# pipeline_sequencer_flat

**pipeline_sequencer_flat: signal wires on met4**

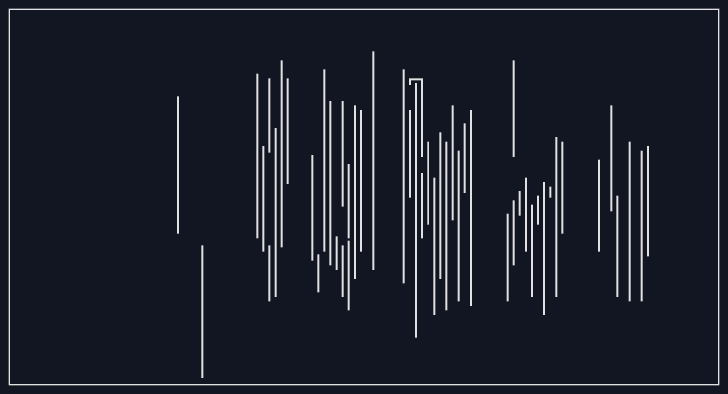

[src/rtl/pipeline_sequencer_if.sv]
// rtl/pipeline_sequencer_if.sv - control/status bundle between the pipeline and its sequencer
interface pipeline_sequencer_if #(
    parameter int COUNTWIDTH = 16
);
    logic                  start;
    logic                  haltD;
    logic                  stallFReq;
    logic                  stallDReq;
    logic                  flushEReq;
    logic                  branchTakenE;
    logic                  memReqM;
    logic                  memAckM;
    logic                  enableF;
    logic                  enableD;
    logic                  enableE;
    logic                  enableM;
    logic                  enableW;
    logic                  flushD;
    logic                  flushE;
    logic                  running;
    logic                  halted;
    logic                  memTimeout;
    logic [COUNTWIDTH-1:0] cycleCount;
    logic [COUNTWIDTH-1:0] stallCount;

    modport master (
        output start, haltD, stallFReq, stallDReq, flushEReq, branchTakenE, memReqM, memAckM,
        input  enableF, enableD, enableE, enableM, enableW, flushD, flushE,
        input  running, halted, memTimeout, cycleCount, stallCount
    );

    modport slave (
        input  start, haltD, stallFReq, stallDReq, flushEReq, branchTakenE, memReqM, memAckM,
        output enableF, enableD, enableE, enableM, enableW, flushD, flushE,
        output running, halted, memTimeout, cycleCount, stallCount
    );
endinterface

[src/rtl/pipeline_sequencer.sv]
// rtl/pipeline_sequencer.sv - run/halt sequencer producing 5-stage pipeline enables, flushes and perf counters
module pipeline_sequencer #(
    parameter int TIMEOUT    = 8,
    parameter int COUNTWIDTH = 16
) (
    input  logic                 clk,
    input  logic                 reset,
    pipeline_sequencer_if.slave  bus
);
    localparam int WW = $clog2(TIMEOUT + 1);

    typedef enum logic [2:0] {
        S_IDLE, S_RUN, S_MEMWAIT, S_DRAIN, S_HALTED, S_ERROR
    } state_t;

    state_t                state_q, state_d;
    logic [WW-1:0]         wait_q, wait_d;
    logic [1:0]            drain_q, drain_d;
    logic [COUNTWIDTH-1:0] cycle_cnt_q, stall_cnt_q;

    logic en_f, en_d, en_emw, fl_d, fl_e;
    logic freeze, timed_out;
    logic run_en_f, run_en_d, run_fl_d, run_fl_e, run_halt;

    assign freeze    = bus.memReqM & ~bus.memAckM;
    assign timed_out = (wait_q == WW'(TIMEOUT));

    // Normal RUN behaviour: a taken branch wins over stall requests and halt entry.
    assign run_en_f = bus.branchTakenE | ~bus.stallFReq;
    assign run_en_d = bus.branchTakenE | ~bus.stallDReq;
    assign run_fl_d = bus.branchTakenE;
    assign run_fl_e = bus.branchTakenE | bus.flushEReq;
    assign run_halt = ~bus.branchTakenE & bus.haltD & ~bus.stallDReq;

    always_comb begin
        state_d = state_q;
        wait_d  = wait_q;
        drain_d = drain_q;
        en_f    = 1'b0;
        en_d    = 1'b0;
        en_emw  = 1'b0;
        fl_d    = 1'b0;
        fl_e    = 1'b0;
        case (state_q)
            S_IDLE: begin
                fl_d = 1'b1;
                fl_e = 1'b1;
                if (bus.start) begin
                    state_d = S_RUN;
                end
            end
            S_RUN, S_MEMWAIT: begin
                if ((state_q == S_RUN) ? freeze : ~bus.memAckM) begin
                    if (state_q == S_RUN) begin
                        state_d = S_MEMWAIT;
                        wait_d  = WW'(1);
                    end else if (timed_out) begin
                        state_d = S_ERROR;
                    end else begin
                        wait_d = wait_q + WW'(1);
                    end
                end else begin
                    en_f    = run_en_f;
                    en_d    = run_en_d;
                    en_emw  = 1'b1;
                    fl_d    = run_fl_d;
                    fl_e    = run_fl_e;
                    wait_d  = '0;
                    state_d = run_halt ? S_DRAIN : S_RUN;
                    if (run_halt) begin
                        drain_d = '0;
                    end
                end
            end
            S_DRAIN: begin
                fl_d = 1'b1;
                // Wait counter starts at 0 here so the total freeze budget matches RUN+MEMWAIT.
                if (freeze) begin
                    if (timed_out) begin
                        state_d = S_ERROR;
                    end else begin
                        wait_d = wait_q + WW'(1);
                    end
                end else begin
                    en_emw = 1'b1;
                    wait_d = '0;
                    if (drain_q == 2'd2) begin
                        state_d = S_HALTED;
                    end else begin
                        drain_d = drain_q + 2'd1;
                    end
                end
            end
            default: ;
        endcase
    end

    always_ff @(posedge clk) begin
        if (reset) begin
            state_q     <= S_IDLE;
            wait_q      <= '0;
            drain_q     <= '0;
            cycle_cnt_q <= '0;
            stall_cnt_q <= '0;
        end else begin
            state_q <= state_d;
            wait_q  <= wait_d;
            drain_q <= drain_d;
            if ((state_q == S_RUN || state_q == S_MEMWAIT || state_q == S_DRAIN)
                && cycle_cnt_q != '1) begin
                cycle_cnt_q <= cycle_cnt_q + 1'b1;
            end
            if ((state_q == S_RUN || state_q == S_MEMWAIT) && !en_f && stall_cnt_q != '1) begin
                stall_cnt_q <= stall_cnt_q + 1'b1;
            end
        end
    end

    assign bus.enableF    = en_f;
    assign bus.enableD    = en_d;
    assign bus.enableE    = en_emw;
    assign bus.enableM    = en_emw;
    assign bus.enableW    = en_emw;
    assign bus.flushD     = fl_d;
    assign bus.flushE     = fl_e;
    assign bus.running    = (state_q == S_RUN) || (state_q == S_MEMWAIT) || (state_q == S_DRAIN);
    assign bus.halted     = (state_q == S_HALTED);
    assign bus.memTimeout = (state_q == S_ERROR);
    assign bus.cycleCount = cycle_cnt_q;
    assign bus.stallCount = stall_cnt_q;
endmodule

[src/flat_wrapper.sv]
// flat-port wrapper written by rule: the top's interface ports become plain ports
module pipeline_sequencer_flat 
#(
    parameter int TIMEOUT    = 8,
    parameter int COUNTWIDTH = 16
)
  (clk, reset, bus_start, bus_haltD, bus_stallFReq, bus_stallDReq, bus_flushEReq, bus_branchTakenE, bus_memReqM, bus_memAckM, bus_enableF, bus_enableD, bus_enableE, bus_enableM, bus_enableW, bus_flushD, bus_flushE, bus_running, bus_halted, bus_memTimeout, bus_cycleCount, bus_stallCount);
  pipeline_sequencer_if #(.COUNTWIDTH(COUNTWIDTH)) bus_i ();
  input  logic clk;
  input  logic reset;
  input wire logic [$bits(bus_i.start)-1:0] bus_start;
  input wire logic [$bits(bus_i.haltD)-1:0] bus_haltD;
  input wire logic [$bits(bus_i.stallFReq)-1:0] bus_stallFReq;
  input wire logic [$bits(bus_i.stallDReq)-1:0] bus_stallDReq;
  input wire logic [$bits(bus_i.flushEReq)-1:0] bus_flushEReq;
  input wire logic [$bits(bus_i.branchTakenE)-1:0] bus_branchTakenE;
  input wire logic [$bits(bus_i.memReqM)-1:0] bus_memReqM;
  input wire logic [$bits(bus_i.memAckM)-1:0] bus_memAckM;
  output wire logic [$bits(bus_i.enableF)-1:0] bus_enableF;
  output wire logic [$bits(bus_i.enableD)-1:0] bus_enableD;
  output wire logic [$bits(bus_i.enableE)-1:0] bus_enableE;
  output wire logic [$bits(bus_i.enableM)-1:0] bus_enableM;
  output wire logic [$bits(bus_i.enableW)-1:0] bus_enableW;
  output wire logic [$bits(bus_i.flushD)-1:0] bus_flushD;
  output wire logic [$bits(bus_i.flushE)-1:0] bus_flushE;
  output wire logic [$bits(bus_i.running)-1:0] bus_running;
  output wire logic [$bits(bus_i.halted)-1:0] bus_halted;
  output wire logic [$bits(bus_i.memTimeout)-1:0] bus_memTimeout;
  output wire logic [$bits(bus_i.cycleCount)-1:0] bus_cycleCount;
  output wire logic [$bits(bus_i.stallCount)-1:0] bus_stallCount;
  assign bus_i.start = bus_start;
  assign bus_i.haltD = bus_haltD;
  assign bus_i.stallFReq = bus_stallFReq;
  assign bus_i.stallDReq = bus_stallDReq;
  assign bus_i.flushEReq = bus_flushEReq;
  assign bus_i.branchTakenE = bus_branchTakenE;
  assign bus_i.memReqM = bus_memReqM;
  assign bus_i.memAckM = bus_memAckM;
  assign bus_enableF = bus_i.enableF;
  assign bus_enableD = bus_i.enableD;
  assign bus_enableE = bus_i.enableE;
  assign bus_enableM = bus_i.enableM;
  assign bus_enableW = bus_i.enableW;
  assign bus_flushD = bus_i.flushD;
  assign bus_flushE = bus_i.flushE;
  assign bus_running = bus_i.running;
  assign bus_halted = bus_i.halted;
  assign bus_memTimeout = bus_i.memTimeout;
  assign bus_cycleCount = bus_i.cycleCount;
  assign bus_stallCount = bus_i.stallCount;
  pipeline_sequencer #(.TIMEOUT(TIMEOUT), .COUNTWIDTH(COUNTWIDTH)) u_core (.clk(clk), .reset(reset), .bus(bus_i));
endmodule
[config.mk]
export PLATFORM = sky130hd
export DESIGN_NAME = pipeline_sequencer_flat
export DESIGN_NICKNAME = d
export VERILOG_FILES = /design/src/rtl/pipeline_sequencer_if.sv /design/src/rtl/pipeline_sequencer.sv /design/src/flat_wrapper.sv
export SDC_FILE = /design/constraint.sdc
export NUM_CORES = 1
export LEC_CHECK = 0
export CORE_ASPECT_RATIO = 0.5
export CORE_MARGIN = 3
export CORE_UTILIZATION = 46
export CTS_CLUSTER_DIAMETER = 80
export DETAILED_ROUTE_END_ITERATION = 6
export PLACE_DENSITY_LB_ADDON = 0.25
export RECOVER_POWER = 25
export SKIP_LAST_GASP = 1
export SYNTH_ARGS = -nofsm -noshare
export SYNTH_HDL_FRONTEND = slang
export SYNTH_SLANG_ARGS = --single-unit
[constraint.sdc]
create_clock -name clk -period 1.6 [get_ports clk]
set_input_delay 0.4 -clock clk [delete_from_list [all_inputs] [get_ports clk]]
set_output_delay 0.4 -clock clk [all_outputs]
set_load 0.01 [all_outputs]
# physical_tx_skp_inserter_flat

### config.mk
export PLATFORM = sky130hd
export DESIGN_NAME = physical_tx_skp_inserter_flat
export DESIGN_NICKNAME = d
export VERILOG_FILES = /design/src/rtl/physical_tx_skp_inserter_if.sv /design/src/rtl/physical_tx_skp_inserter.sv /design/src/flat_wrapper.sv
export SDC_FILE = /design/constraint.sdc
export NUM_CORES = 1
export LEC_CHECK = 0
export CAP_MARGIN = 5
export CORE_ASPECT_RATIO = 1.4
export CORE_MARGIN = 1.5
export CORE_UTILIZATION = 49
export CTS_CLUSTER_DIAMETER = 60
export DETAILED_ROUTE_END_ITERATION = 7
export PLACE_DENSITY = 0.83
export SLEW_MARGIN = 20
export SYNTH_ARGS = -nofsm -noshare
export SYNTH_HDL_FRONTEND = slang
export SYNTH_SLANG_ARGS = --single-unit
export TNS_END_PERCENT = 10
### constraint.sdc
create_clock -name clk -period 1.17 [get_ports clk]
set_input_delay 0.234 -clock clk [delete_from_list [all_inputs] [get_ports clk]]
set_output_delay 0.234 -clock clk [all_outputs]
set_load 0.005 [all_outputs]
### src/rtl/physical_tx_skp_inserter_if.sv
// Encoder-to-inserter word stream: 8b10b word, valid, running disparity and ready.
interface physical_tx_skp_inserter_if;
  logic [9:0] data;
  logic       valid;
  logic       rd;
  logic       ready;

  modport master (output data, output valid, output rd, input ready);
  modport slave  (input data, input valid, input rd, output ready);
endinterface

### src/rtl/physical_tx_skp_inserter.sv
// Transmit word source for the 10-bit serializer: SKP training pattern after start,
// then encoded data with periodic and underflow-triggered disparity-neutral SKP bursts.
module physical_tx_skp_inserter #(
  parameter int TRAIN_CYCLES = 1024,
  parameter int SKP_INTERVAL = 256,
  parameter int SKP_BURST    = 2
) (
  input  logic                             clk,
  input  logic                             arst_n,
  input  logic                             start,
  physical_tx_skp_inserter_if.slave        enc,
  output logic [9:0]                       tx_data,
  output logic                             training,
  output logic                             train_done,
  output logic                             skp_active
);

  localparam int TW = $clog2(TRAIN_CYCLES + 1);
  localparam int IW = $clog2(SKP_INTERVAL);
  localparam int BW = $clog2(SKP_BURST);
  localparam logic [9:0]    SKP_NEG    = 10'h33c;
  localparam logic [9:0]    SKP_POS    = 10'h0c3;
  localparam logic [TW-1:0] TRAIN_LAST = TW'(TRAIN_CYCLES);
  localparam logic [IW-1:0] INT_LAST   = IW'(SKP_INTERVAL - 1);
  localparam logic [BW-1:0] BURST_LAST = BW'(SKP_BURST - 1);

  typedef enum logic [1:0] {ST_IDLE, ST_TRAIN, ST_DATA, ST_SKP} state_t;

  logic [1:0]    rst_sync_reg;
  logic          rst_n;
  state_t        state_reg, state_next;
  logic [TW-1:0] train_cnt_reg, train_cnt_next;
  logic [IW-1:0] int_cnt_reg, int_cnt_next;
  logic [BW-1:0] burst_cnt_reg, burst_cnt_next;
  logic          skp_rd_reg, skp_rd_next;
  logic          idle_phase_reg, idle_phase_next;
  logic [9:0]    data_reg, data_next;
  logic          skp_active_reg, skp_active_next;
  logic          train_done_reg, train_done_next;
  logic          start_reg;
  logic          start_flag;

  // Local reset: asserts immediately, releases two clocks after arst_n rises.
  always_ff @(posedge clk or negedge arst_n) begin
    if (!arst_n) rst_sync_reg <= 2'b00;
    else         rst_sync_reg <= {rst_sync_reg[0], 1'b1};
  end
  assign rst_n = rst_sync_reg[1];

  assign start_flag = start & ~start_reg;

  always_ff @(posedge clk or negedge rst_n) begin
    if (!rst_n) state_reg <= ST_IDLE;
    else        state_reg <= state_next;
  end

  always_comb begin
    state_next = state_reg;
    if (start_flag) begin
      state_next = ST_TRAIN;
    end else begin
      case (state_reg)
        ST_IDLE:  state_next = ST_IDLE;
        ST_TRAIN: if (train_cnt_reg == TRAIN_LAST) state_next = ST_DATA;
        ST_DATA:  if (!enc.valid || int_cnt_reg == INT_LAST) state_next = ST_SKP;
        ST_SKP:   if (burst_cnt_reg == BURST_LAST) state_next = ST_DATA;
        default:  state_next = ST_IDLE;
      endcase
    end
  end

  // SKP words lag the SKP state by one cycle so the last accepted word still goes out first.
  always_comb begin
    data_next       = data_reg;
    skp_active_next = 1'b0;
    train_done_next = train_done_reg;
    train_cnt_next  = train_cnt_reg;
    int_cnt_next    = int_cnt_reg;
    burst_cnt_next  = burst_cnt_reg;
    skp_rd_next     = skp_rd_reg;
    idle_phase_next = idle_phase_reg;
    if (start_flag) begin
      data_next       = SKP_NEG;
      train_done_next = 1'b0;
      train_cnt_next  = TW'(1);
      int_cnt_next    = '0;
      burst_cnt_next  = '0;
      idle_phase_next = 1'b0;
    end else begin
      case (state_reg)
        ST_IDLE: begin
          data_next       = idle_phase_reg ? SKP_POS : SKP_NEG;
          idle_phase_next = ~idle_phase_reg;
        end
        ST_TRAIN: begin
          if (train_cnt_reg == TRAIN_LAST) begin
            train_done_next = 1'b1;
            train_cnt_next  = '0;
          end else begin
            data_next      = train_cnt_reg[0] ? SKP_POS : SKP_NEG;
            train_cnt_next = train_cnt_reg + 1'b1;
          end
        end
        ST_DATA: begin
          if (enc.valid) begin
            data_next    = enc.data;
            int_cnt_next = (int_cnt_reg == INT_LAST) ? '0 : int_cnt_reg + 1'b1;
          end
          if (!enc.valid || int_cnt_reg == INT_LAST) begin
            skp_rd_next    = enc.rd;
            burst_cnt_next = '0;
          end
        end
        ST_SKP: begin
          data_next       = (skp_rd_reg ^ burst_cnt_reg[0]) ? SKP_POS : SKP_NEG;
          skp_active_next = 1'b1;
          if (burst_cnt_reg == BURST_LAST) begin
            burst_cnt_next = '0;
            int_cnt_next   = '0;
          end else begin
            burst_cnt_next = burst_cnt_reg + 1'b1;
          end
        end
        default: data_next = data_reg;
      endcase
    end
  end

  // start_reg resets high so a start level held through reset is not taken as an edge.
  always_ff @(posedge clk or negedge rst_n) begin
    if (!rst_n) begin
      data_reg       <= '0;
      skp_active_reg <= 1'b0;
      train_done_reg <= 1'b0;
      train_cnt_reg  <= '0;
      int_cnt_reg    <= '0;
      burst_cnt_reg  <= '0;
      skp_rd_reg     <= 1'b0;
      idle_phase_reg <= 1'b0;
      start_reg      <= 1'b1;
    end else begin
      data_reg       <= data_next;
      skp_active_reg <= skp_active_next;
      train_done_reg <= train_done_next;
      train_cnt_reg  <= train_cnt_next;
      int_cnt_reg    <= int_cnt_next;
      burst_cnt_reg  <= burst_cnt_next;
      skp_rd_reg     <= skp_rd_next;
      idle_phase_reg <= idle_phase_next;
      start_reg      <= start;
    end
  end

  assign enc.ready  = (state_reg == ST_DATA);
  assign training   = (state_reg == ST_TRAIN);
  assign tx_data    = data_reg;
  assign skp_active = skp_active_reg;
  assign train_done = train_done_reg;

endmodule

### src/flat_wrapper.sv
// flat-port wrapper written by rule: the top's interface ports become plain ports
module physical_tx_skp_inserter_flat 
#(
  parameter int TRAIN_CYCLES = 1024,
  parameter int SKP_INTERVAL = 256,
  parameter int SKP_BURST    = 2
)
  (clk, arst_n, start, tx_data, training, train_done, skp_active, enc_data, enc_valid, enc_rd, enc_ready);
  physical_tx_skp_inserter_if enc_i ();
  input  logic clk;
  input  logic arst_n;
  input  logic start;
  output logic [9:0] tx_data;
  output logic training;
  output logic train_done;
  output logic skp_active;
  input wire logic [$bits(enc_i.data)-1:0] enc_data;
  input wire logic [$bits(enc_i.valid)-1:0] enc_valid;
  input wire logic [$bits(enc_i.rd)-1:0] enc_rd;
  output wire logic [$bits(enc_i.ready)-1:0] enc_ready;
  assign enc_i.data = enc_data;
  assign enc_i.valid = enc_valid;
  assign enc_i.rd = enc_rd;
  assign enc_ready = enc_i.ready;
  physical_tx_skp_inserter #(.TRAIN_CYCLES(TRAIN_CYCLES), .SKP_INTERVAL(SKP_INTERVAL), .SKP_BURST(SKP_BURST)) u_core (.clk(clk), .arst_n(arst_n), .start(start), .enc(enc_i), .tx_data(tx_data), .training(training), .train_done(train_done), .skp_active(skp_active));
endmodule
**pipeline_sequencer_flat: signal wires on met2**

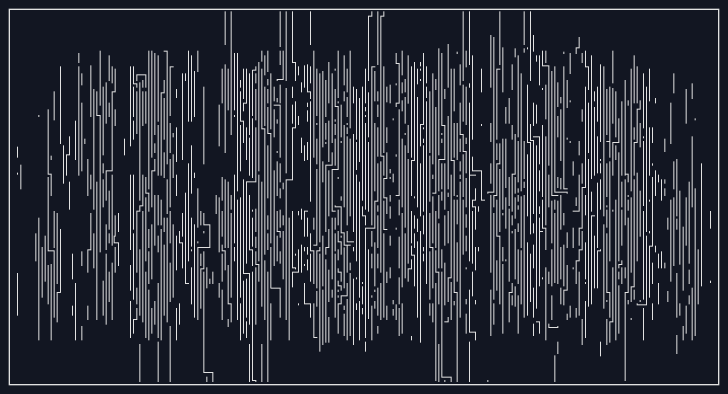
The layer carries 5,140 µm of wire. The layer holds 44% of the routed length. The wires run mostly vertical. 422 nets have wire on it. The longest straight run is 27.4 µm.
total wire length: 11.7 mm
vias: 3,300
M2 GR Usage: 49.6%

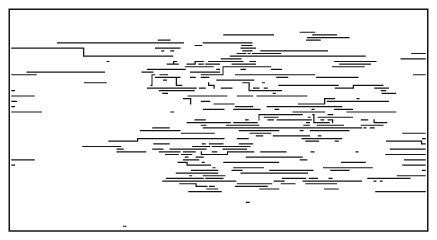
**Above:** pipeline_sequencer_flat (the metal 3 layer).
136 nets have wire on it. The layer holds 11% of the routed length. The layer carries 1,320 µm of wire. The longest straight run is 40.5 µm. The wires run mostly horizontal.
GR Util met3: 6.54%

About 'signal wires on met4' of pipeline_sequencer_flat:
The layer holds 7.4% of the routed length. 49 nets have wire on it. The longest straight run is 38.1 µm.

==> job_summary.md, pipeline_sequencer_flat <==
## Synthesis and layout report

| Metric | Value |
|---|---|
| Final setup fails | 48 |
| Min-Delay Endpoint | u_core.wait_q[1] |
| Starting Density | 50.3% |
| Rel. slew slack | 60.9% |
| Maximum buffer depth of the clock tree | 2 |
| Violated checks | design-rule violations, negative setup slack |
| Final setup margin | -0.535 ns |
| DRC | 1 |
| CP Capture Type | primary output |
| Status | finished with violations |
| Max Clock Freq | 468 MHz |
| Cell family contributing the most delay on the critical path | simple AND/OR/NAND/NOR gates |
| Basic Gates by Area | 34.1% |
| Worst EP arrival | 1.73 ns |
| NumNets Final | 446 |
| Sum Neg Setup Slack | -9.13 ns |
| Clk latency late pin | 0.32 ns |
| CTS tree | done |
| First DRT Iteration DRCs | 465 |
==> pipeline_sequencer_flat: cell usage in the layout, fill, tap and decap left out, types with 6 or more instances in the layout <==
master           count
xor2_1               7
clkdlybuf4s50_1      6
a21oi_1             15
nand3_1             10
a21oi_2             12
nand4_1              6
dfxtp_1             22
or4_4                6
inv_1                8
clkbuf_8             6
nor2_1              25
or4_1                6
dlygate4sd2_1       35
buf_4               80
dfxtp_2             14
o21ai_1              7
buf_6               22
or3_4                6
nand2_1             20
nand3_2              6
xnor2_1              7
==> pipeline_sequencer_flat: metrics by stage <==
stage	setup slack [ns]	power, mW	cell area (µm²)	util, %	hold slack, ns
2_1_floorplan	-0.0231	1.35	2400	-	0.447
3_3_place_gp	-0.806	1.58	3470	74.7	0.457
3_5_place_dp	-0.900	1.60	3470	74.7	0.474
4_1_cts	-0.381	2.56	3770	81.4	0.486
5_1_grt	-0.549	2.86	4190	90.4	0.518
6_report	-0.535	2.77	4190	90.4	0.491
==> pipeline_sequencer_flat: registers in the layout (all words and copies together), names as in the netlist <==
| signal | count |
|---|---|
| u_core.state_q | 3 |
| u_core.bus.stallCount | 16 |
| u_core.drain_q | 2 |
| u_core.wait_q | 4 |
| u_core.bus.cycleCount | 16 |
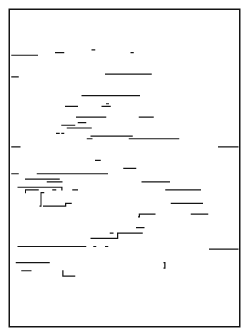
**Above:** physical_tx_skp_inserter_flat (the metal 3 layer).
The layer carries 252 µm of wire. 35 nets have wire on it. The longest straight run is 17.7 µm.
vias: 2,160
GR Util met3: 4.70%
total wire length: 7.21 mm

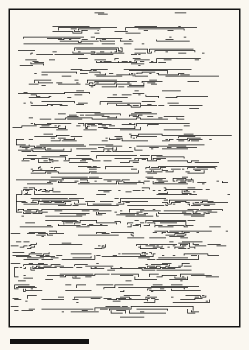
**Above:** physical_tx_skp_inserter_flat (signal wires on met1).
Scale bar: 20 µm.
The layer holds 38% of the routed length. 297 nets have wire on it. The layer carries 2,710 µm of wire. The wires run mostly horizontal.
GR Layer Usage met1: 32.6%

==> job_summary.md, physical_tx_skp_inserter_flat <==
## Synthesis and layout report

| Metric | Value |
|---|---|
| Buf/Inv on CP | 0 |
| HP Class | in -> async |
| NumNets Final | 324 |
| Top power group | sequential cells |
| Crit path DRT | 1.36 ns |
| Comb. pwr | 1.56 mW |
| Chip area | 4610 µm² |
| Maximum buffer depth of the clock tree | 2 |
| Status | finished with violations |
| Final non-filler cell total | 350 |
| Final setup margin | -0.534 ns |
| Synth top cells by count | 38 x dfrtp_1, 24 x nand2_1, 14 x a21oi_1 |
| Clock sinks | 39 |
| Synthesized registers | 39 |
| Metal2 WL | 3.95 mm |
| Cycle use final | 146% |
| Final setup fails | 39 |
| Violated checks | negative setup slack |
| AND-OR/OR-AND Cells, Area Fraction | 17.8% |
==> physical_tx_skp_inserter_flat: final timing paths <==
path                                               end  slack (ns)  depth (start not counted)
worst min-delay path            u_core.rst_sync_reg[1]        0.09                          1
worst max register to register       u_core.skp_rd_reg       -0.53                          5
max in group asynchronous             u_core.start_reg        0.61                          1
min in group clk                      u_core.start_reg        0.33                          2
worst max-delay path                 u_core.skp_rd_reg       -0.53                          5
worst min register to register       u_core.tx_data[3]        0.24                          1
==> physical_tx_skp_inserter_flat: routing by layer <==
layer	up-vias	global-route usage [%]
li1	953	-
met1	1109	32.6
met2	74	51.7
met3	24	4.70
met4	0	15.6
met5	-	0
==> physical_tx_skp_inserter_flat: cell type report <==
type                       instances  area, µm²
multi-input combinational        149       1260
sequential                        39        978
timing repair buffer             107        933
fill                             206        628
clock buffer                       6       82.6
tap                               43       53.8
clock inverter                     2       35.0
inverter                           4       17.5
==> physical_tx_skp_inserter_flat: metrics by stage <==
step                instance area, µm²  setup WS [ns]
floorplan                         2060         -0.480
global placement                  2850         -0.724
detailed placement                2850         -0.764
CTS                               3240         -0.440
global route                      3360         -0.544
finish                            3360         -0.534


==> layout pictures side by side <==
Congestion heat map.
image #1
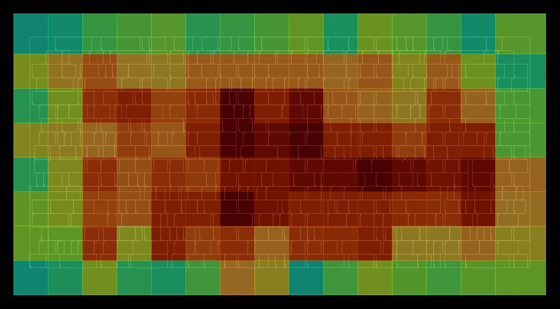
image #2
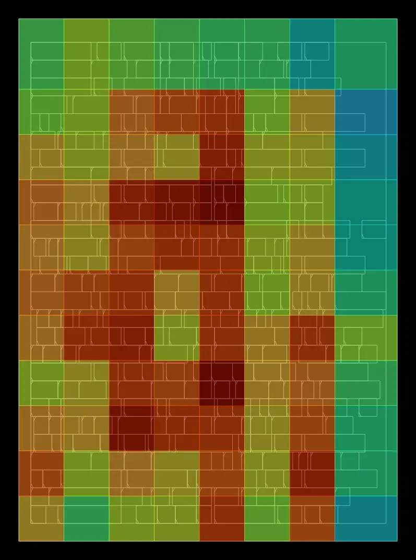
- image #1 = pipeline_sequencer_flat
- image #2 = physical_tx_skp_inserter_flat

Power and IR drop assume default switching activity.
